# design 1

**Design 1: clock routing**

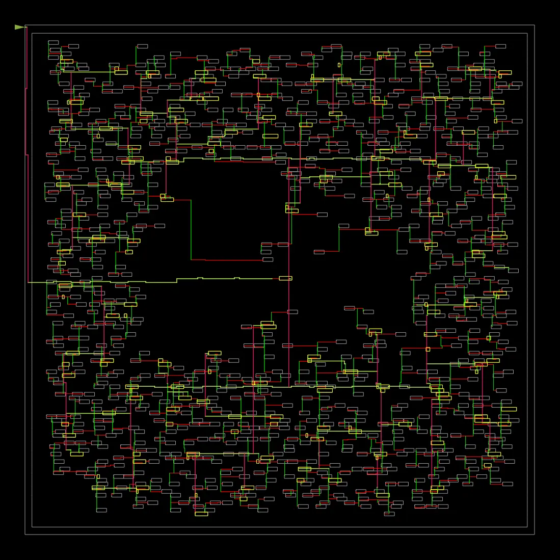

[src/rtl/image_readback_pkg.sv]
// Shared image geometry and readback FSM state encoding, common to the
// capture buffer and the readback streamer.
package image_pkg;

  localparam int         IMG_WIDTH     = 30;
  localparam int         IMG_HEIGHT    = 30;
  localparam int         TOTAL_BITS    = 904;
  localparam logic [6:0] IMG_BYTE_SIZE = 7'd113;

  typedef enum logic [1:0] {
    IDLE   = 2'd0,
    LOAD   = 2'd1,
    STREAM = 2'd2
  } readback_state_t;

endpackage

[src/rtl/image_readback.sv]
// Snapshots the packed capture image on start and streams it out byte by byte
// over valid/ready. Optional macro READBACK_CHECKSUM_EN appends an XOR byte.
module image_readback
  import image_pkg::*;
#(
  parameter int         TOTAL_BITS    = image_pkg::TOTAL_BITS,
  parameter logic [6:0] IMG_BYTE_SIZE = image_pkg::IMG_BYTE_SIZE
) (
  input  logic                  clk,
  input  logic                  rst,
  input  logic                  start,
  input  logic                  abort,
  input  logic [TOTAL_BITS-1:0] img_in,
  input  logic                  img_valid,
  output logic [7:0]            data_out,
  output logic                  data_valid,
  input  logic                  data_ready,
  output logic [6:0]            read_addr,
  output logic                  busy,
  output logic                  done
);

  localparam logic [6:0] LAST_DATA = IMG_BYTE_SIZE - 7'd1;
`ifdef READBACK_CHECKSUM_EN
  // The checksum byte rides one address past the last image byte.
  localparam logic [6:0] LAST_ADDR = IMG_BYTE_SIZE;
`else
  localparam logic [6:0] LAST_ADDR = LAST_DATA;
`endif

  readback_state_t       state, state_nxt;
  logic [TOTAL_BITS-1:0] shadow;
  logic [6:0]            next_addr;
  logic [9:0]            next_idx;
  logic [7:0]            shadow_byte;
  logic [7:0]            next_byte;
  logic                  fire;
  logic                  last_fire;

  assign fire      = data_valid && data_ready;
  assign last_fire = fire && (read_addr == LAST_ADDR);
  assign next_addr = read_addr + 7'd1;
  assign next_idx  = {next_addr, 3'b000};
  assign busy      = (state == LOAD) || (state == STREAM);

  // Addresses past the image only occur for the checksum slot; keep the mux in range.
  assign shadow_byte = (next_addr < IMG_BYTE_SIZE) ? shadow[next_idx +: 8] : 8'h00;

`ifdef READBACK_CHECKSUM_EN
  logic [7:0] csum;

  always_ff @(posedge clk) begin
    if (rst) begin
      csum <= 8'h00;
    end else if (state == LOAD) begin
      csum <= 8'h00;
    end else if (state == STREAM && fire && !abort && read_addr <= LAST_DATA) begin
      csum <= csum ^ data_out;
    end
  end

  assign next_byte = (read_addr == LAST_DATA) ? (csum ^ data_out) : shadow_byte;
`else
  assign next_byte = shadow_byte;
`endif

  always_ff @(posedge clk) begin
    if (rst) state <= IDLE;
    else     state <= state_nxt;
  end

  always_comb begin
    state_nxt = state;
    case (state)
      IDLE:    if (start && img_valid) state_nxt = LOAD;
      LOAD:    state_nxt = abort ? IDLE : STREAM;
      STREAM:  if (abort || last_fire) state_nxt = IDLE;
      default: state_nxt = IDLE;
    endcase
  end

  always_ff @(posedge clk) begin
    if (rst) begin
      shadow     <= '0;
      read_addr  <= 7'd0;
      data_out   <= 8'h00;
      data_valid <= 1'b0;
      done       <= 1'b0;
    end else begin
      done <= 1'b0;
      case (state)
        IDLE: begin
          if (start && img_valid) begin
            shadow    <= img_in;
            read_addr <= 7'd0;
          end
        end
        LOAD: begin
          if (abort) begin
            data_valid <= 1'b0;
            read_addr  <= 7'd0;
          end else begin
            data_out   <= shadow[7:0];
            data_valid <= 1'b1;
          end
        end
        STREAM: begin
          // Abort wins over a same-cycle handshake; that byte is dropped.
          if (abort) begin
            data_valid <= 1'b0;
            read_addr  <= 7'd0;
          end else if (last_fire) begin
            data_valid <= 1'b0;
            done       <= 1'b1;
            read_addr  <= 7'd0;
          end else if (fire) begin
            read_addr <= next_addr;
            data_out  <= next_byte;
          end
        end
        default: begin
          data_valid <= 1'b0;
          read_addr  <= 7'd0;
        end
      endcase
    end
  end

endmodule

[config.mk]
export PLATFORM = sky130hd
export DESIGN_NAME = image_readback
export DESIGN_NICKNAME = d
export VERILOG_FILES = /design/src/rtl/image_readback_pkg.sv /design/src/rtl/image_readback.sv
export SDC_FILE = /design/constraint.sdc
export NUM_CORES = 2
export LEC_CHECK = 0
export CORE_MARGIN = 5
export CORE_UTILIZATION = 30
export CTS_CLUSTER_SIZE = 24
export DETAILED_ROUTE_END_ITERATION = 10
export GPL_ROUTABILITY_DRIVEN = 0
export HOLD_SLACK_MARGIN = 0.06
export PLACE_DENSITY = 0.5
export SYNTH_ARGS = -nofsm -noshare
export SYNTH_HDL_FRONTEND = slang
export SYNTH_SLANG_ARGS = --single-unit
[constraint.sdc]
create_clock -name clk -period 8.9 [get_ports clk]
set_clock_uncertainty 0.2 [all_clocks]
set_input_delay 2.225 -clock clk [delete_from_list [all_inputs] [get_ports clk]]
set_output_delay 2.225 -clock clk [all_outputs]
set_load 0.02 [all_outputs]
# design 2

[src/rtl/rv32i_pkg.sv]
// rv32i_pkg
// Shared definitions for the RV32I core pipeline:
//   - fixed datapath / opcode / register-index widths
//   - ALU operation codes driven on the ALU Operation bus
//   - a_sel_t : SrcA source selector encoding
//   - id_ex_t : packed contents of the ID/EX pipeline register
package rv32i_pkg;

    localparam int XLEN     = 32;
    localparam int ALU_OP_W = 4;
    localparam int REG_W    = 5;

    localparam logic [ALU_OP_W-1:0] ALU_AND = 4'b0000;
    localparam logic [ALU_OP_W-1:0] ALU_OR  = 4'b0001;
    localparam logic [ALU_OP_W-1:0] ALU_ADD = 4'b0010;
    localparam logic [ALU_OP_W-1:0] ALU_XOR = 4'b0011;
    localparam logic [ALU_OP_W-1:0] ALU_SUB = 4'b0110;
    localparam logic [ALU_OP_W-1:0] ALU_EQ  = 4'b1000;

    typedef enum logic [1:0] {
        A_RS1  = 2'd0,
        A_PC   = 2'd1,
        A_ZERO = 2'd2
    } a_sel_t;

    // a_sel is kept as raw bits so the unused encoding 3 survives
    // the register and is decoded as zero downstream.
    typedef struct packed {
        logic                valid;
        logic                mem_read;
        logic                mem_write;
        logic                reg_write;
        logic [REG_W-1:0]    rd;
        logic [REG_W-1:0]    rs1_addr;
        logic [REG_W-1:0]    rs2_addr;
        logic [XLEN-1:0]     rs1_data;
        logic [XLEN-1:0]     rs2_data;
        logic [XLEN-1:0]     imm;
        logic [XLEN-1:0]     pc;
        logic [ALU_OP_W-1:0] alu_op;
        logic [1:0]          a_sel;
        logic                b_imm;
    } id_ex_t;

endpackage

[src/rtl/operand_forward.sv]
// operand_forward
// Combinational forwarding mux for one source operand.
// Ports:
//   idx, data                       stored register index and register-file data
//   exmem_rd/_reg_write/_result     EX/MEM writeback candidate (highest priority)
//   memwb_rd/_reg_write/_result     MEM/WB writeback candidate
//   fwd                             resolved operand value
// Register x0 is hard-wired to zero and is never forwarded.
module operand_forward
    import rv32i_pkg::*;
#(
    parameter int DATA_WIDTH = XLEN,
    parameter int REG_ADDR_W = REG_W
) (
    input  logic [REG_ADDR_W-1:0] idx,
    input  logic [DATA_WIDTH-1:0] data,
    input  logic [REG_ADDR_W-1:0] exmem_rd,
    input  logic                  exmem_reg_write,
    input  logic [DATA_WIDTH-1:0] exmem_result,
    input  logic [REG_ADDR_W-1:0] memwb_rd,
    input  logic                  memwb_reg_write,
    input  logic [DATA_WIDTH-1:0] memwb_result,
    output logic [DATA_WIDTH-1:0] fwd
);

    logic exmem_hit;
    logic memwb_hit;

    assign exmem_hit = exmem_reg_write && (exmem_rd != '0) && (exmem_rd == idx);
    assign memwb_hit = memwb_reg_write && (memwb_rd != '0) && (memwb_rd == idx);

    always_comb begin
        fwd = data;
        if (exmem_hit) begin
            fwd = exmem_result;
        end else if (memwb_hit) begin
            fwd = memwb_result;
        end
    end

endmodule

[src/rtl/id_ex_stage.sv]
// id_ex_stage
// ID/EX pipeline register feeding the ALU, with operand forwarding and
// load-use hazard detection.
// Ports:
//   clk, reset (sync, active-low)
//   valid_in, id_*                  decoded instruction from the ID stage
//   stall                           downstream stall: hold register contents
//   flush                           squash the instruction entering EX
//   exmem_*, memwb_*                forwarding sources from later stages
//   SrcA, SrcB, Operation           ALU operands and operation
//   store_data                      forwarded rs2 for stores
//   ex_rd, ex_valid, ex_mem_read,
//   ex_mem_write, ex_reg_write      registered destination and control
//   hazard_stall                    freeze PC and IF/ID this cycle
module id_ex_stage
    import rv32i_pkg::*;
#(
    parameter int DATA_WIDTH    = XLEN,
    parameter int OPCODE_LENGTH = ALU_OP_W,
    parameter int REG_ADDR_W    = REG_W
) (
    input  logic                     clk,
    input  logic                     reset,
    input  logic                     valid_in,
    input  logic [REG_ADDR_W-1:0]    id_rs1_addr,
    input  logic [REG_ADDR_W-1:0]    id_rs2_addr,
    input  logic [REG_ADDR_W-1:0]    id_rd_addr,
    input  logic [DATA_WIDTH-1:0]    id_rs1_data,
    input  logic [DATA_WIDTH-1:0]    id_rs2_data,
    input  logic [DATA_WIDTH-1:0]    id_imm,
    input  logic [DATA_WIDTH-1:0]    id_pc,
    input  logic [OPCODE_LENGTH-1:0] id_alu_op,
    input  logic [1:0]               id_a_sel,
    input  logic                     id_b_imm,
    input  logic                     id_mem_read,
    input  logic                     id_mem_write,
    input  logic                     id_reg_write,
    input  logic                     stall,
    input  logic                     flush,
    input  logic [REG_ADDR_W-1:0]    exmem_rd,
    input  logic [REG_ADDR_W-1:0]    memwb_rd,
    input  logic                     exmem_reg_write,
    input  logic                     memwb_reg_write,
    input  logic [DATA_WIDTH-1:0]    exmem_result,
    input  logic [DATA_WIDTH-1:0]    memwb_result,
    output logic [DATA_WIDTH-1:0]    SrcA,
    output logic [DATA_WIDTH-1:0]    SrcB,
    output logic [OPCODE_LENGTH-1:0] Operation,
    output logic [DATA_WIDTH-1:0]    store_data,
    output logic [REG_ADDR_W-1:0]    ex_rd,
    output logic                     ex_valid,
    output logic                     ex_mem_read,
    output logic                     ex_mem_write,
    output logic                     ex_reg_write,
    output logic                     hazard_stall
);

    id_ex_t ex_reg;
    id_ex_t ex_next;
    logic   load_bubble;

    logic [DATA_WIDTH-1:0] rs1_fwd;
    logic [DATA_WIDTH-1:0] rs2_fwd;

    // Capture of the decoded instruction.
    always_comb begin
        ex_next           = '0;
        ex_next.valid     = 1'b1;
        ex_next.mem_read  = id_mem_read;
        ex_next.mem_write = id_mem_write;
        ex_next.reg_write = id_reg_write;
        ex_next.rd        = id_rd_addr;
        ex_next.rs1_addr  = id_rs1_addr;
        ex_next.rs2_addr  = id_rs2_addr;
        ex_next.rs1_data  = id_rs1_data;
        ex_next.rs2_data  = id_rs2_data;
        ex_next.imm       = id_imm;
        ex_next.pc        = id_pc;
        ex_next.alu_op    = id_alu_op;
        ex_next.a_sel     = id_a_sel;
        ex_next.b_imm     = id_b_imm;
    end

    // A load in EX whose destination is read by the instruction in ID
    // cannot be forwarded in time. rs2 is compared even when unused,
    // costing at most one extra bubble. Suppressed under stall because
    // the register does not advance then anyway.
    assign hazard_stall = ex_reg.valid && ex_reg.mem_read && (ex_reg.rd != '0) &&
                          ((ex_reg.rd == id_rs1_addr) || (ex_reg.rd == id_rs2_addr)) &&
                          !stall;

    assign load_bubble = flush || hazard_stall || !valid_in;

    // Priority: reset > stall (hold) > flush / hazard / invalid (bubble) > load.
    always_ff @(posedge clk) begin
        if (!reset) begin
            ex_reg <= '0;
        end else if (stall) begin
            ex_reg <= ex_reg;
        end else if (load_bubble) begin
            ex_reg <= '0;
        end else begin
            ex_reg <= ex_next;
        end
    end

    operand_forward #(
        .DATA_WIDTH (DATA_WIDTH),
        .REG_ADDR_W (REG_ADDR_W)
    ) u_fwd_rs1 (
        .idx             (ex_reg.rs1_addr),
        .data            (ex_reg.rs1_data),
        .exmem_rd        (exmem_rd),
        .exmem_reg_write (exmem_reg_write),
        .exmem_result    (exmem_result),
        .memwb_rd        (memwb_rd),
        .memwb_reg_write (memwb_reg_write),
        .memwb_result    (memwb_result),
        .fwd             (rs1_fwd)
    );

    operand_forward #(
        .DATA_WIDTH (DATA_WIDTH),
        .REG_ADDR_W (REG_ADDR_W)
    ) u_fwd_rs2 (
        .idx             (ex_reg.rs2_addr),
        .data            (ex_reg.rs2_data),
        .exmem_rd        (exmem_rd),
        .exmem_reg_write (exmem_reg_write),
        .exmem_result    (exmem_result),
        .memwb_rd        (memwb_rd),
        .memwb_reg_write (memwb_reg_write),
        .memwb_result    (memwb_result),
        .fwd             (rs2_fwd)
    );

    // Encoding 3 is not a defined source and falls through to zero.
    always_comb begin
        SrcA = '0;
        case (ex_reg.a_sel)
            A_RS1:   SrcA = rs1_fwd;
            A_PC:    SrcA = ex_reg.pc;
            default: SrcA = '0;
        endcase
    end

    assign SrcB         = ex_reg.b_imm ? ex_reg.imm : rs2_fwd;
    assign store_data   = rs2_fwd;
    assign Operation    = ex_reg.alu_op;
    assign ex_rd        = ex_reg.rd;
    assign ex_valid     = ex_reg.valid;
    assign ex_mem_read  = ex_reg.mem_read;
    assign ex_mem_write = ex_reg.mem_write;
    assign ex_reg_write = ex_reg.reg_write;

endmodule

[config.mk]
export PLATFORM = sky130hd
export DESIGN_NAME = id_ex_stage
export DESIGN_NICKNAME = d
export VERILOG_FILES = /design/src/rtl/rv32i_pkg.sv /design/src/rtl/operand_forward.sv /design/src/rtl/id_ex_stage.sv
export SDC_FILE = /design/constraint.sdc
export NUM_CORES = 1
export LEC_CHECK = 0
export CORE_AREA = 2 2 132 134
export CTS_CLUSTER_DIAMETER = 80
export CTS_CLUSTER_SIZE = 20
export DETAILED_ROUTE_END_ITERATION = 12
export DIE_AREA = 0 0 134 136
export HOLD_SLACK_MARGIN = 0.15
export PLACE_DENSITY_LB_ADDON = 0.1
export SETUP_SLACK_MARGIN = 0.5
export SLEW_MARGIN = 20
export SYNTH_ARGS = -nofsm -noshare
export SYNTH_HDL_FRONTEND = slang
export SYNTH_SLANG_ARGS = --single-unit
[constraint.sdc]
create_clock -name clk -period 3.8 [get_ports clk]
set_clock_uncertainty 0.15 [all_clocks]
set_input_delay 0.76 -clock clk [delete_from_list [all_inputs] [get_ports clk]]
set_output_delay 0.76 -clock clk [all_outputs]
set_load 0.01 [all_outputs]

## Gallery

Port wiring.
image #1
(3 px per um)
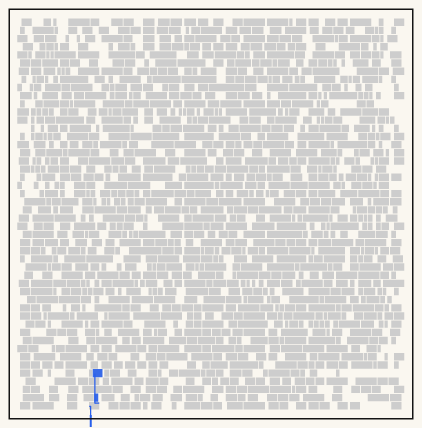
image #2
(1 px per um)
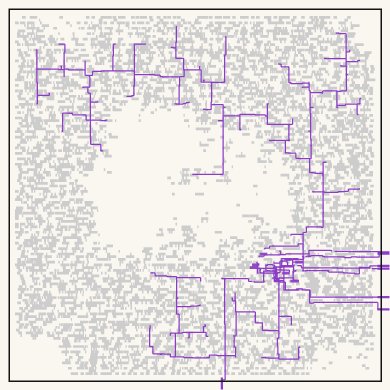
The one with the most cells is image #2.
The one with the largest die is image #2.
image #1 -> design 2
image #2 -> design 1

**Design 1: local utilization**

The die is cut into 37 by 37 equal tiles; dark purple is low, yellow is high, 0 to 100% covered.
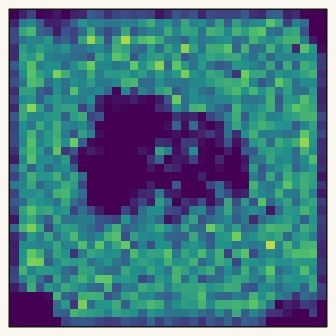
The fullest tile reaches 90%. 1.5% of the tiles are over 75% full. The mean over all tiles is 37%. The emptiest ninth of the die: centre. 12% of the tiles are nearly empty.

About 'clock routing' of design 1:
Num CTS Buffers: 105
total clock sinks: 923
clk pwr: 4.61 mW
Latency at later pin: 0.68 ns
clock buf count: 149

==> metrics.yaml, design 1 <==
most_common_cell: "nand2_1"
placed_cells: 6976
first_pass_iters: 6
crit_fanout: 91
powerSeq_mw: 4.45
cp_slowest_stage_delay_ns: 0.77
final-comb-area_mm2: 0.01892
holdBufCountCts: 0
power_density_mw_per_mm2: 191.7
internal-power_mw: 7.707
ys_ff: 923
grtUsageMet1: 0.2975
relSlewSlack: 0.1546
fp_nets: 5563
yosys.area_share.simple: 0.1976
ir_worst_vdd_uv: 139.7
reg_top3: "shadow (904), data_out (8), read_addr (7)"
dpl_cell_area_mm2: 0.04944
hold_end: "shadow[407]"
min_path_type: "reg -> reg"
cts_resized: 0
finalWirelength_mm: 172.5
n_all_inverters: 7
grt_pass1_vias: 35056
outcome: "complete, no violations"
fp.dieH_um: 370.5
**Design 2: sequential cells grouped by signal name**

(3 px per um) Other sequential cells in the stronger grey, the rest of the logic in the fainter grey.
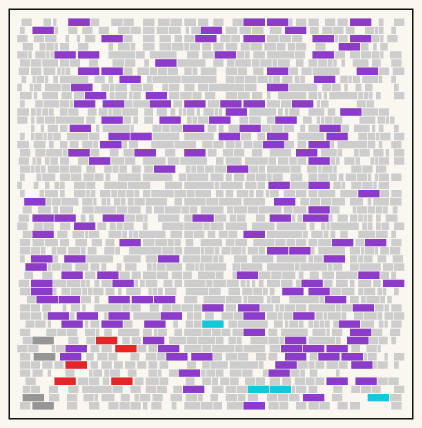
Purple marks ex_reg, sequential cells 141, where widely spread. Red marks ex_rd, sequential cells 5, where lower left. Cyan marks Operation, sequential cells 4.
Another 4 sequential cells are not coloured.

**Design 2: local utilization**

(2 px per um) The die is cut into 13 by 14 equal tiles; dark purple is low, yellow is high, 0 to 100% covered.
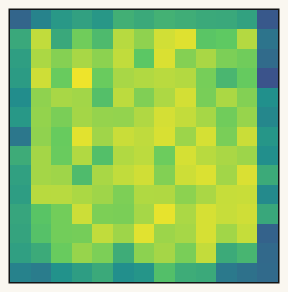
65% of the tiles are over 75% full. The mean over all tiles is 75%. The fullest tile reaches 98%. The densest ninth of the die: centre.

==> metrics.yaml, design 2 <==
n_all_inverters: 32
vias: 9330
synthFlopType: "dfxtp_1"
lay_top_count: "clkdlybuf4s50_1"
grt_pass1_vias: 8977
grt_remaining_overflow: 0
ys_chip_area_mm2: 0.007392
end_kind: "output pin"
grtUsageMet1: 0.4386
synthArstFlopShare: 0
syn_area_mm2: 0.007392
rsz0062_at_grt: "yes"
dpl_cell_area_mm2: 0.01151
most_common_cell: "dfxtp_1"
cts_root_buffer: "clkbuf_16"
crit_fanout: 4
chip_area_mm2: 0.01822
outcome: "complete, no violations"
cp_cell_sequence: "buf_6 > or4_4 > o211ai_4 > buf_6 > buf_12 > buf_8 > buf_6 > nor3_4 > buf_6 > a31oi_4 > mux2_4 > buf_6"
stdcell_count: 1512
powerSeq_mw: 1.69
worst_path_max_delay_cell: "or4_4"
hold_start: "ex_reg[46]"
grt_use_met2: 0.6479
common_cells: "154 x dfxtp_1, 153 x a22o_1, 69 x clkbuf_1"
p_sw_frac: 0.2732
regArea_mm2: 0.003087
worst_slack_ns: 0.1372
layout.nets: 1503
maxCapViolCount: 0
finalCoreUtilization: 0.8287
cp_slowest_stage_delay_ns: 0.57
drive_gt1_frac: 0.3528
crit_buf_inv: 7
seq_cell_count: 154

# design 3

`src/rtl/sync_fifo_flags.sv`:
```
// sync_fifo_flags: single-clock FIFO with runtime almost-full/empty
// thresholds and sticky overflow/underflow; FWFT via SYNC_FIFO_FWFT_EN.
//
// Ports:
//   clk, rst_n (async, active-low)
//   wr_en, wr_data     : push side
//   rd_en, rd_data     : pop side (rd_en pops the head in FWFT mode)
//   valid_rd           : standard - one-cycle pulse after an accepted read
//                        FWFT     - !fifo_empty
//   fifo_full, fifo_empty, almost_full, almost_empty, fifo_count
//   af_thresh, ae_thresh : live threshold inputs
//   overflow, underflow  : sticky error flags, cleared by err_clr
//
// `define SYNC_FIFO_FWFT_EN selects first-word-fall-through reads.
module sync_fifo_flags #(
  parameter int DATA_WIDTH = 8,
  parameter int ADDR_WIDTH = 4
) (
  input  logic                  clk,
  input  logic                  rst_n,
  input  logic                  wr_en,
  input  logic [DATA_WIDTH-1:0] wr_data,
  input  logic                  rd_en,
  output logic [DATA_WIDTH-1:0] rd_data,
  output logic                  valid_rd,
  output logic                  fifo_full,
  output logic                  fifo_empty,
  output logic                  almost_full,
  output logic                  almost_empty,
  output logic [ADDR_WIDTH:0]   fifo_count,
  input  logic [ADDR_WIDTH:0]   af_thresh,
  input  logic [ADDR_WIDTH:0]   ae_thresh,
  output logic                  overflow,
  output logic                  underflow,
  input  logic                  err_clr
);

  localparam int DEPTH = 1 << ADDR_WIDTH;

  localparam logic [ADDR_WIDTH:0] ONE =
    {{ADDR_WIDTH{1'b0}}, 1'b1};
  localparam logic [ADDR_WIDTH:0] FULL_CNT =
    {1'b1, {ADDR_WIDTH{1'b0}}};

  logic [DATA_WIDTH-1:0] mem [DEPTH];

  logic [ADDR_WIDTH:0] wr_ptr;
  logic [ADDR_WIDTH:0] rd_ptr;
  logic [ADDR_WIDTH:0] count;
  logic                wa;
  logic                ra;

  assign wa = wr_en && !fifo_full;
  assign ra = rd_en && !fifo_empty;

  assign fifo_count   = count;
  assign fifo_full    = (count == FULL_CNT);
  assign fifo_empty   = (count == '0);
  assign almost_full  = (count >= af_thresh);
  assign almost_empty = (count <= ae_thresh);

  always_ff @(posedge clk) begin
    if (wa) begin
      mem[wr_ptr[ADDR_WIDTH-1:0]] <= wr_data;
    end
  end

  always_ff @(posedge clk or negedge rst_n) begin
    if (!rst_n) begin
      wr_ptr <= '0;
      rd_ptr <= '0;
      count  <= '0;
    end else begin
      if (wa) wr_ptr <= wr_ptr + ONE;
      if (ra) rd_ptr <= rd_ptr + ONE;
      unique case (1'b1)
        (wa && !ra): count <= count + ONE;
        (ra && !wa): count <= count - ONE;
        default:     count <= count;
      endcase
    end
  end

  // Setting has priority over a simultaneous clear.
  always_ff @(posedge clk or negedge rst_n) begin
    if (!rst_n) begin
      overflow  <= 1'b0;
      underflow <= 1'b0;
    end else begin
      if (wr_en && fifo_full) overflow <= 1'b1;
      else if (err_clr)       overflow <= 1'b0;
      if (rd_en && fifo_empty) underflow <= 1'b1;
      else if (err_clr)        underflow <= 1'b0;
    end
  end

`ifdef SYNC_FIFO_FWFT_EN

  // rd_data always mirrors mem[rd_ptr]; the word count includes it.
  logic [ADDR_WIDTH:0] rd_ptr_nxt;
  logic [ADDR_WIDTH:0] count_nxt;
  logic                head_load;

  always_comb begin
    rd_ptr_nxt = ra ? rd_ptr + ONE : rd_ptr;
    count_nxt  = count;
    unique case (1'b1)
      (wa && !ra): count_nxt = count + ONE;
      (ra && !wa): count_nxt = count - ONE;
      default:     count_nxt = count;
    endcase
    head_load = (ra || fifo_empty) && (count_nxt != '0);
  end

  assign valid_rd = !fifo_empty;

  // When the new head is the slot being written this edge,
  // take it straight from wr_data.
  always_ff @(posedge clk or negedge rst_n) begin
    if (!rst_n) begin
      rd_data <= '0;
    end else if (head_load) begin
      if (rd_ptr_nxt == wr_ptr)
        rd_data <= wr_data;
      else
        rd_data <= mem[rd_ptr_nxt[ADDR_WIDTH-1:0]];
    end
  end

`else

  always_ff @(posedge clk or negedge rst_n) begin
    if (!rst_n) begin
      rd_data  <= '0;
      valid_rd <= 1'b0;
    end else begin
      valid_rd <= ra;
      if (ra) rd_data <= mem[rd_ptr[ADDR_WIDTH-1:0]];
    end
  end

`endif

endmodule

```
`config.mk`:
```
export PLATFORM = sky130hd
export DESIGN_NAME = sync_fifo_flags
export DESIGN_NICKNAME = d
export VERILOG_FILES = /design/src/rtl/sync_fifo_flags.sv
export SDC_FILE = /design/constraint.sdc
export NUM_CORES = 1
export LEC_CHECK = 0
export ABC_AREA = 1
export CAP_MARGIN = 15
export CORE_ASPECT_RATIO = 0.8
export CORE_MARGIN = 1.5
export CORE_UTILIZATION = 52
export CTS_BUF_LIST = sky130_fd_sc_hd__clkbuf_4 sky130_fd_sc_hd__clkbuf_8 sky130_fd_sc_hd__clkbuf_16
export DETAILED_ROUTE_END_ITERATION = 10
export GPL_ROUTABILITY_DRIVEN = 1
export HOLD_SLACK_MARGIN = 0.1
export PLACE_DENSITY = 0.79
export SYNTH_ARGS = -nofsm -noshare
export SYNTH_HDL_FRONTEND = slang
export SYNTH_SLANG_ARGS = --single-unit
```
`constraint.sdc`:
```
create_clock -name clk -period 5.7 [get_ports clk]
set_clock_uncertainty 0.15 [all_clocks]
set_input_delay 0.855 -clock clk [delete_from_list [all_inputs] [get_ports clk]]
set_output_delay 0.855 -clock clk [all_outputs]
set_load 0.1 [all_outputs]
```
# design 4

[src/rtl/cpu_types_pkg.sv]
// Shared types for the memory arbiter: RAM handshake states,
// arbiter grant states and default arbitration limits.
package cpu_types_pkg;

   typedef enum logic [1:0] {
      FREE   = 2'd0,
      BUSY   = 2'd1,
      ACCESS = 2'd2,
      ERROR  = 2'd3
   } ramstate_t;

   typedef enum logic [1:0] {
      IDLE   = 2'd0,
      DGRANT = 2'd1,
      IGRANT = 2'd2
   } arb_state_t;

   localparam int BURST_MAX_DEF  = 4;
   localparam int STARVE_MAX_DEF = 8;
   localparam int CNT_W_DEF      = 4;

endpackage

[src/rtl/mem_arbiter_sat.sv]
// Saturating up-counter with priority clear; tracks how long the
// icache has been left waiting without a grant.
module mem_arbiter_sat #(
   parameter int W   = 4,
   parameter int MAX = 8
) (
   input  logic         clk_i,
   input  logic         rst_i,
   input  logic         clr_i,
   input  logic         inc_i,
   output logic [W-1:0] cnt_o
);

   localparam logic [W-1:0] LIM = W'(MAX);

   logic [W-1:0] cnt_q, cnt_d;

   always_comb begin
      cnt_d = cnt_q;
      if (clr_i) begin
         cnt_d = '0;
      end else if (inc_i && (cnt_q != LIM)) begin
         cnt_d = cnt_q + W'(1);
      end
   end

   always_ff @(posedge clk_i or posedge rst_i) begin
      if (rst_i) begin
         cnt_q <= '0;
      end else begin
         cnt_q <= cnt_d;
      end
   end

   assign cnt_o = cnt_q;

endmodule

[src/rtl/mem_arbiter.sv]
// Arbitrates icache and dcache word requests onto one RAM port:
// dcache-first with burst hold, icache protected by a starvation bound.
module mem_arbiter
   import cpu_types_pkg::*;
#(
   parameter int BURST_MAX  = BURST_MAX_DEF,
   parameter int STARVE_MAX = STARVE_MAX_DEF,
   parameter int CNT_W      = CNT_W_DEF
) (
   input  logic        CLK,
   input  logic        RST,
   input  logic        iREN,
   input  logic [31:0] iaddr,
   output logic        iwait,
   output logic [31:0] iload,
   input  logic        dREN,
   input  logic        dWEN,
   input  logic [31:0] daddr,
   input  logic [31:0] dstore,
   output logic        dwait,
   output logic [31:0] dload,
   output logic        ramREN,
   output logic        ramWEN,
   output logic [31:0] ramaddr,
   output logic [31:0] ramstore,
   input  logic [31:0] ramload,
   input  ramstate_t   ramstate
);

   localparam logic [CNT_W-1:0] BURST_LIM  = CNT_W'(BURST_MAX);
   localparam logic [CNT_W-1:0] STARVE_LIM = CNT_W'(STARVE_MAX);

   arb_state_t       state_q, state_d;
   logic [CNT_W-1:0] beat_q, beat_d;
   logic [CNT_W-1:0] beat_inc;
   logic [CNT_W-1:0] starve;
   logic             access;
   logic             dreq;
   logic             starved;
   logic             starve_clr;
   logic             starve_inc;

   assign access   = (ramstate == ACCESS);
   assign dreq     = dREN | dWEN;
   assign starved  = (starve == STARVE_LIM);
   assign beat_inc = beat_q + CNT_W'(1);

   always_comb begin
      state_d  = state_q;
      beat_d   = beat_q;
      ramREN   = 1'b0;
      ramWEN   = 1'b0;
      ramaddr  = '0;
      ramstore = '0;
      iwait    = 1'b1;
      iload    = '0;
      dwait    = 1'b1;
      dload    = '0;
      unique case (state_q)
         IDLE: begin
            if (starved && iREN) begin
               state_d = IGRANT;
            end else if (dreq) begin
               state_d = DGRANT;
            end else if (iREN) begin
               state_d = IGRANT;
            end
         end
         DGRANT: begin
            ramaddr  = daddr;
            ramstore = dstore;
            ramWEN   = dWEN;
            ramREN   = dREN & ~dWEN;
            dwait    = ~access;
            dload    = access ? ramload : '0;
            if (access) begin
               beat_d = beat_inc;
            end
            // a burst yields once it fills its quota or icache is starved
            if (!dreq ||
                (access && (beat_inc == BURST_LIM)) ||
                (access && starved)) begin
               state_d = IDLE;
               beat_d  = '0;
            end
         end
         IGRANT: begin
            ramREN  = 1'b1;
            ramaddr = iaddr;
            iwait   = ~access;
            iload   = access ? ramload : '0;
            if (access || !iREN) begin
               state_d = IDLE;
            end
         end
         default: begin
            state_d = IDLE;
            beat_d  = '0;
         end
      endcase
   end

   always_ff @(posedge CLK or posedge RST) begin
      if (RST) begin
         state_q <= IDLE;
         beat_q  <= '0;
      end else begin
         state_q <= state_d;
         beat_q  <= beat_d;
      end
   end

   assign starve_clr = ~iREN |
                       ((state_d == IGRANT) && (state_q != IGRANT));
   assign starve_inc = iREN & (state_q != IGRANT);

   mem_arbiter_sat #(
      .W   (CNT_W),
      .MAX (STARVE_MAX)
   ) u_starve (
      .clk_i (CLK),
      .rst_i (RST),
      .clr_i (starve_clr),
      .inc_i (starve_inc),
      .cnt_o (starve)
   );

endmodule

[config.mk]
export PLATFORM = sky130hd
export DESIGN_NAME = mem_arbiter
export DESIGN_NICKNAME = d
export VERILOG_FILES = /design/src/rtl/cpu_types_pkg.sv /design/src/rtl/mem_arbiter_sat.sv /design/src/rtl/mem_arbiter.sv
export SDC_FILE = /design/constraint.sdc
export NUM_CORES = 1
export LEC_CHECK = 0
export CAP_MARGIN = 15
export CORE_AREA = 2 2 105 107
export CTS_CLUSTER_SIZE = 20
export DETAILED_ROUTE_END_ITERATION = 10
export DIE_AREA = 0 0 107 109
export SYNTH_ARGS = -nofsm -noshare
export SYNTH_HDL_FRONTEND = slang
export SYNTH_HIERARCHICAL = 1
export SYNTH_SLANG_ARGS = --single-unit
[constraint.sdc]
create_clock -name CLK -period 4 [get_ports CLK]
set_input_delay 0.8 -clock CLK [delete_from_list [all_inputs] [get_ports CLK]]
set_output_delay 0.8 -clock CLK [all_outputs]
set_load 0.05 [all_outputs]
# design 5

[src/rtl/morse_pkg.sv]
// Shared types and constants for the Morse transmit scheduler.
// Line wrapping is enabled by defining MORSE_LINE_WRAP_EN.
package morse_pkg;

  localparam logic [7:0] SPACE_ADDR = 8'hE0;
  localparam logic [7:0] BAD_CHAR   = 8'h3F;
  localparam logic [7:0] ASCII_CR   = 8'h0D;
  localparam logic [7:0] ASCII_LF   = 8'h0A;
  localparam int unsigned LINE_LEN_DEF = 80;

  typedef enum logic [3:0] {
    ST_IDLE,
    ST_LOOK,
    ST_FETCH,
    ST_WR,
    ST_SP_LOOK,
    ST_SP_FETCH,
    ST_SP_WR,
    ST_CR_WR,
    ST_LF_WR
  } state_t;

  typedef struct packed {
    logic       wg;
    logic [2:0] cnt;
    logic [4:0] sym;
  } evt_t;

endpackage

[src/rtl/morse_evt_slot.sv]
// Single-entry pending event register used while the scheduler is busy.
// A push into a full slot is dropped unless the slot is popped that cycle.
module morse_evt_slot
  import morse_pkg::*;
(
  input  logic clk,
  input  logic reset,
  input  logic i_push,
  input  logic i_pop,
  input  evt_t i_data,
  output evt_t o_data,
  output logic o_full,
  output logic o_overflow
);

  logic r_full;
  evt_t r_data;
  logic w_store;

  assign o_overflow = i_push & r_full & ~i_pop;
  assign w_store    = i_push & ~o_overflow;
  assign o_data     = r_data;
  assign o_full     = r_full;

  always_ff @(posedge clk or posedge reset) begin
    if (reset) begin
      r_full <= 1'b0;
      r_data <= '0;
    end else if (w_store) begin
      r_full <= 1'b1;
      r_data <= i_data;
    end else if (i_pop) begin
      r_full <= 1'b0;
    end
  end

endmodule

[config.mk]
export PLATFORM = sky130hd
export DESIGN_NAME = morse_evt_slot
export DESIGN_NICKNAME = d
export VERILOG_FILES = /design/src/rtl/morse_pkg.sv /design/src/rtl/morse_evt_slot.sv
export SDC_FILE = /design/constraint.sdc
export NUM_CORES = 1
export LEC_CHECK = 0
export CAP_MARGIN = 20
export CORE_AREA = 2 2 39 41
export CTS_BUF_LIST = sky130_fd_sc_hd__clkbuf_4
export DETAILED_ROUTE_END_ITERATION = 8
export DIE_AREA = 0 0 41 43
export PLACE_DENSITY = 0.65
export SLEW_MARGIN = 20
export SYNTH_ARGS = -nofsm -noshare
export SYNTH_HDL_FRONTEND = slang
export SYNTH_SLANG_ARGS = --single-unit
export TNS_END_PERCENT = 100
[constraint.sdc]
create_clock -name clk -period 1.15 [get_ports clk]
set_input_delay 0.23 -clock clk [delete_from_list [all_inputs] [get_ports clk]]
set_output_delay 0.23 -clock clk [all_outputs]
set_load 0.03 [all_outputs]
# design 6

### config.mk
export PLATFORM = sky130hd
export DESIGN_NAME = bin_to_bcd_seq
export DESIGN_NICKNAME = d
export VERILOG_FILES = /design/src/rtl/bin_to_bcd_seq.sv
export SDC_FILE = /design/constraint.sdc
export NUM_CORES = 1
export LEC_CHECK = 0
export ABC_AREA = 1
export CAP_MARGIN = 5
export CORE_MARGIN = 3
export CORE_UTILIZATION = 50
export DETAILED_ROUTE_END_ITERATION = 8
export PLACE_DENSITY = 0.84
export SYNTH_ARGS = -nofsm -noshare
export SYNTH_HDL_FRONTEND = slang
export SYNTH_SLANG_ARGS = --single-unit
### constraint.sdc
create_clock -name clk_12MHz -period 3.7 [get_ports clk_12MHz]
set_input_delay 1.11 -clock clk_12MHz [delete_from_list [all_inputs] [get_ports clk_12MHz]]
set_output_delay 1.11 -clock clk_12MHz [all_outputs]
set_load 0.05 [all_outputs]
### src/rtl/bin_to_bcd_seq.sv
// ---------------------------------------------------------------------------
// bin_to_bcd_seq
// Sequential binary-to-BCD converter using shift-and-add-3 (double dabble).
// Each clock processes one binary bit. The result feeds a multiplexed
// 7-segment driver, so the display needs no /10 or %10 logic of its own.
//
// Ports
//   clk_12MHz  in   1         system clock, rising edge
//   rst_n      in   1         asynchronous active-low reset
//   start      in   1         conversion request, only sampled while idle
//   bin_in     in   BIN_W     binary value, captured on the accepting edge
//   busy       out  1         conversion in progress
//   done       out  1         one-cycle pulse when bcd_out/overflow update
//   bcd_out    out  4*DIGITS  packed BCD, [3:0] = ones digit
//   overflow   out  1         last captured value exceeded 10^DIGITS-1
//
// bcd_out and overflow are written only in FINISH or by reset. This lets the
// display scan sample them at any time.
// ---------------------------------------------------------------------------
module bin_to_bcd_seq #(
    parameter int BIN_W  = 10,
    parameter int DIGITS = 3
) (
    input  logic                  clk_12MHz,
    input  logic                  rst_n,
    input  logic                  start,
    input  logic [BIN_W-1:0]      bin_in,
    output logic                  busy,
    output logic                  done,
    output logic [4*DIGITS-1:0]   bcd_out,
    output logic                  overflow
);

    localparam int BCD_W = 4 * DIGITS;
    localparam int SCR_W = BCD_W + BIN_W;
    localparam int CNT_W = $clog2(BIN_W + 1);

    localparam logic [31:0]      MAX_VAL  = 32'(10 ** DIGITS - 1);
    localparam logic [CNT_W-1:0] LAST_CNT = CNT_W'(BIN_W - 1);

    typedef enum logic [1:0] {
        IDLE   = 2'd0,
        SHIFT  = 2'd1,
        FINISH = 2'd2
    } state_t;

    state_t             state;
    logic [SCR_W-1:0]   scratch;
    logic [CNT_W-1:0]   bit_cnt;
    logic               ovf_pend;

    // One double-dabble iteration. Every BCD nibble that is >= 5 gets 3
    // added first, then the whole scratch shifts left by one bit. The add
    // is a 4-bit add. Nibbles can only wrap for out-of-range inputs, and
    // those results are replaced by the clamp.
    function automatic logic [SCR_W-1:0] dabble_step(input logic [SCR_W-1:0] s);
        logic [SCR_W-1:0] t;
        t = s;
        for (int d = 0; d < DIGITS; d++) begin
            if (t[BIN_W + 4*d +: 4] >= 4'd5)
                t[BIN_W + 4*d +: 4] = t[BIN_W + 4*d +: 4] + 4'd3;
        end
        return {t[SCR_W-2:0], 1'b0};
    endfunction

    // Saturate to all nines when the input was out of range.
    function automatic logic [BCD_W-1:0] sat_bcd(input logic [BCD_W-1:0] bcd,
                                                 input logic             ovf);
        return ovf ? {DIGITS{4'h9}} : bcd;
    endfunction

    always_ff @(posedge clk_12MHz or negedge rst_n) begin
        if (!rst_n) begin
            state    <= IDLE;
            scratch  <= '0;
            bit_cnt  <= '0;
            ovf_pend <= 1'b0;
            busy     <= 1'b0;
            done     <= 1'b0;
            bcd_out  <= '0;
            overflow <= 1'b0;
        end else begin
            done <= 1'b0;
            case (state)
                IDLE: begin
                    // done may still be high in this cycle. Accepting start
                    // here is what allows back-to-back conversions.
                    if (start) begin
                        scratch  <= {{BCD_W{1'b0}}, bin_in};
                        ovf_pend <= ({{(32-BIN_W){1'b0}}, bin_in} > MAX_VAL);
                        bit_cnt  <= '0;
                        busy     <= 1'b1;
                        state    <= SHIFT;
                    end
                end
                SHIFT: begin
                    scratch <= dabble_step(scratch);
                    bit_cnt <= bit_cnt + 1'b1;
                    if (bit_cnt == LAST_CNT)
                        state <= FINISH;
                end
                FINISH: begin
                    bcd_out  <= sat_bcd(scratch[SCR_W-1 -: BCD_W], ovf_pend);
                    overflow <= ovf_pend;
                    done     <= 1'b1;
                    busy     <= 1'b0;
                    state    <= IDLE;
                end
                default: begin
                    busy  <= 1'b0;
                    state <= IDLE;
                end
            endcase
        end
    end

endmodule
**Design 3: local utilization**

(2 px per um) The die is cut into 13 by 11 equal tiles; dark purple is low, yellow is high, 0 to 100% covered.
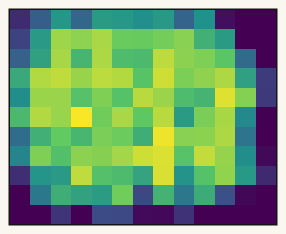
The mean over all tiles is 56%. The emptiest ninth of the die: lower right. The fullest tile reaches 99%. The densest ninth of the die: centre.

==> metrics.yaml, design 3 <==
outcome: "complete, no violations"
worst_pin_slew_ns: 1.143
dominant_cells: "registers"
crit_fanout: 3
post-dp-hpwl_mm: 9.838
logic_gate_count: 399
startpoint: "af_thresh[4]"
timing.final.crit_share: 0.7483
n_fill_cell: 1008
worst_ep_required_time_ns: 4.70
antenna_left: 0
ir_worst_vdd_uv: 318.3
cp.depth: 6
p_total_mw: 4.548
worstReg2RegStart: "fifo_count[3]"
regArea_mm2: 0.004446
clock_area_frac: 0.07388
cts_resized: 0
seq_power_share: 0.334
lay_top_count: "nand2_1"
worstSkewPairLatency_ns: 0.42
grt_pass1_vias: 4923
grt_remaining_overflow: 0
synthXorXnorAreaFrac: 0.01369
p_comb_frac: 0.417
stdcell_count: 942
seq_cell_count: 152
finalHoldViolations: 0
drive_gt1_frac: 0.07040
internal-power_mw: 2.591
hold_depth: 2
leakage_nw: 3.666
layout.nets: 795
dpl_cell_area_mm2: 0.007538
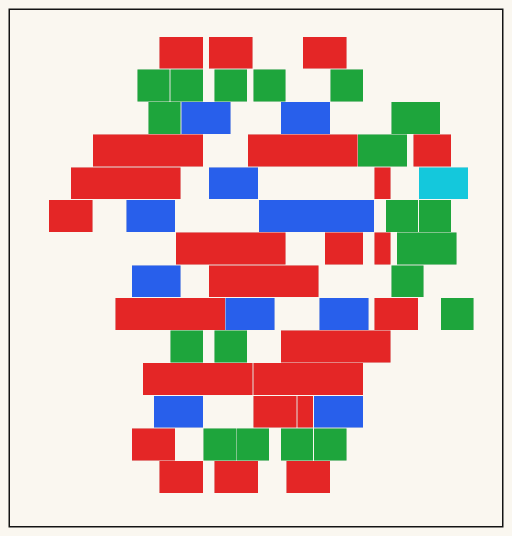
**Above:** design 5 (cell sizes after repair).
(12 px per um)
Blue marks _2 cells, cells 10, share 19%, most used mux2_2. Red marks _0 and _1 cells, cells 24, share 44%, most used clkdlybuf4s50_1. Cyan marks _6 and larger, cells 1, share 1.9%, most used buf_6. Green marks _3 and _4 cells, cells 19, share 35%, most used buf_4.

==> metrics.yaml, design 5 <==
top_area_frac: 0.6390
synthFlopType: "dfrtp_1"
common_cells: "10 x dfrtp_1, 9 x mux2_2, 2 x inv_1"
rr_worst_depth: 3
p_sw_frac: 0.2944
worst_slack_ns: -0.03060
busiest_layer: "met2"
outcome: "complete, but fails checks"
synthArstFlopShare: 1.000
setup_viol: 1
top_layer: "met4"
cts_setup_buffers: 1
worstSetupPathType: "reg -> out"
power_density_mw_per_mm2: 1499
buf_share: 0.3271
pwr-share-clk: 0.264
buffers_excl_clock: 25
antenna_found_initial: 0
finalHoldViolations: 0
violations: "setup timing"
ys_ff: 10
setup_tns_ns: -0.03060
sh_seq_area: 0.3757
yosys.area_share.aoi: 0
io_buffers: 23
sh_comb_area: 0.2112
viasPerCell: 4.200
**Design 4: local utilization**

(2 px per um) The die is cut into 11 by 11 equal tiles; dark purple is low, yellow is high, 0 to 100% covered.
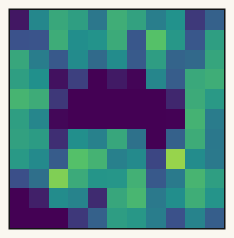
The mean over all tiles is 38%. The fullest tile reaches 84%. 1.7% of the tiles are over 75% full.

==> metrics.yaml, design 4 <==
outcome: "complete, no violations"
internal-power_mw: 1.160
viasPerCell: 4.366
ys_cells: 270
finalWirelength_mm: 10.07
drv_slew: 0
clkTransAtPathRegs_ns: 0.05
leakage_nw: 2.109
worstSetupPathType: "reg -> out"
topCellsByArea: "and3_1 21%, dfrtp_1 13%, a22oi_1 13%"
grt_max_degree: 54
powerSeq_uw: 154
relSlewSlack: 0.3589
finalCoreUtilization: 0.4310
worst_pin_slew_ns: 0.9617
p_comb_frac: 0.905
area_delta_synth_final_pct: 143.8
drive_gt1_frac: 0.1641
fp.dieH_um: 109
ys_ff: 10
hold_end: "beat_q[0]"
postSynthSeqShare: 0.1335
**Design 6: local utilization**

(4 px per um) The die is cut into 7 by 7 equal tiles; dark purple is low, yellow is high, 0 to 100% covered.
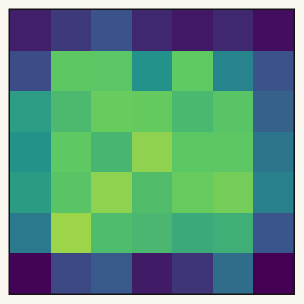
The fullest tile reaches 85%. The emptiest ninth of the die: upper right. The densest ninth of the die: centre. The mean over all tiles is 48%. 4.1% of the tiles are nearly empty.

==> metrics.yaml, design 6 <==
avgSynthCellArea_um2: 8.738
gp_congestion: 0.7973
largest_area_cell: "dfrtp_1"
fmaxAchievable_ghz: 0.3870
power_density_mw_per_mm2: 860.5
cp.depth: 1
post-dp-hpwl_mm: 2.768
ys_chip_area_mm2: 0.002106
timing.final.crit_share: 0.6984
outcome: "complete, no violations"
end_kind: "output pin"
ys_ff: 44
rsz0062_at_grt: "no"
r2r-end: "ovf_pend"
postSynthSeqShare: 0.5229
cp-endpoint: "bcd_out[5]"
largest_reg_flops: 22


==> notes/layouts.md <==
Pictures saved along the way, in no particular order.

Gate-type map.
shot_01.png
(4 px per um)
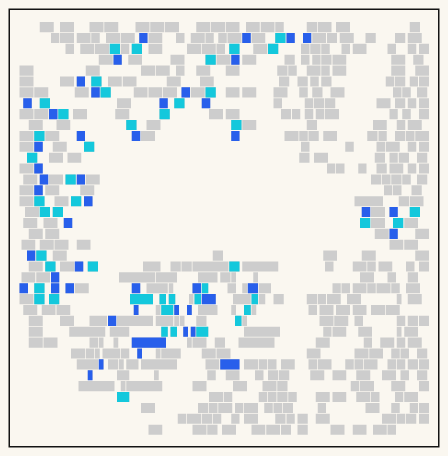
shot_02.png
(6 px per um)
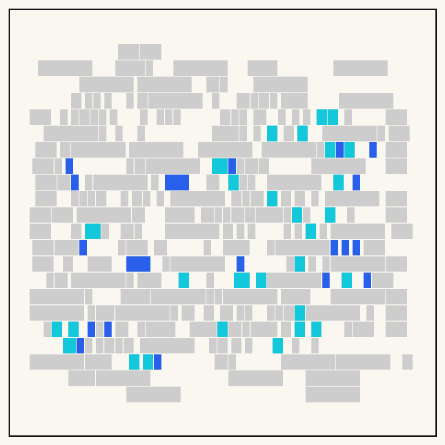
shot_03.png
(12 px per um)
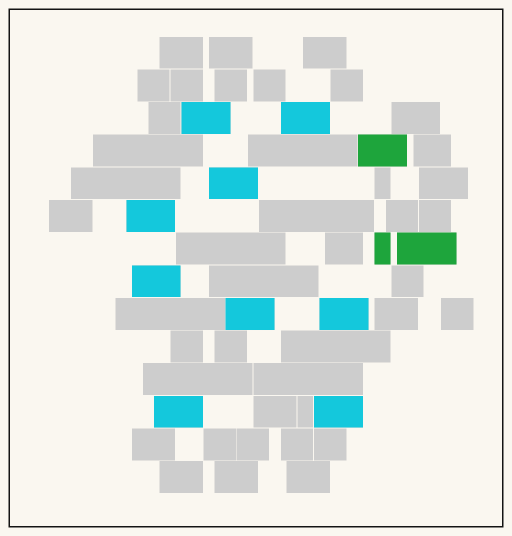
shot_04.png
(4 px per um)
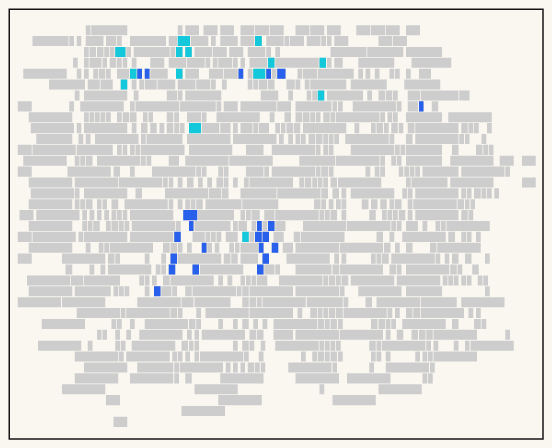
shot_05.png
(3 px per um)
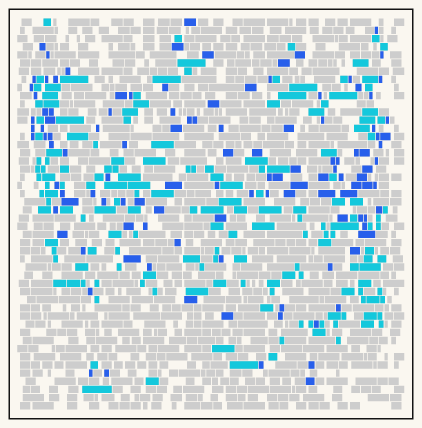
| picture | from |
|---|---|
| shot_05.png | design 2 |
| shot_01.png | design 4 |
| shot_04.png | design 3 |
| shot_02.png | design 6 |
| shot_03.png | design 5 |
Of these, most cells: shot_05.png
Of these, largest die: shot_05.png

No activity file was given, so power comes from the tool's default toggle rates.
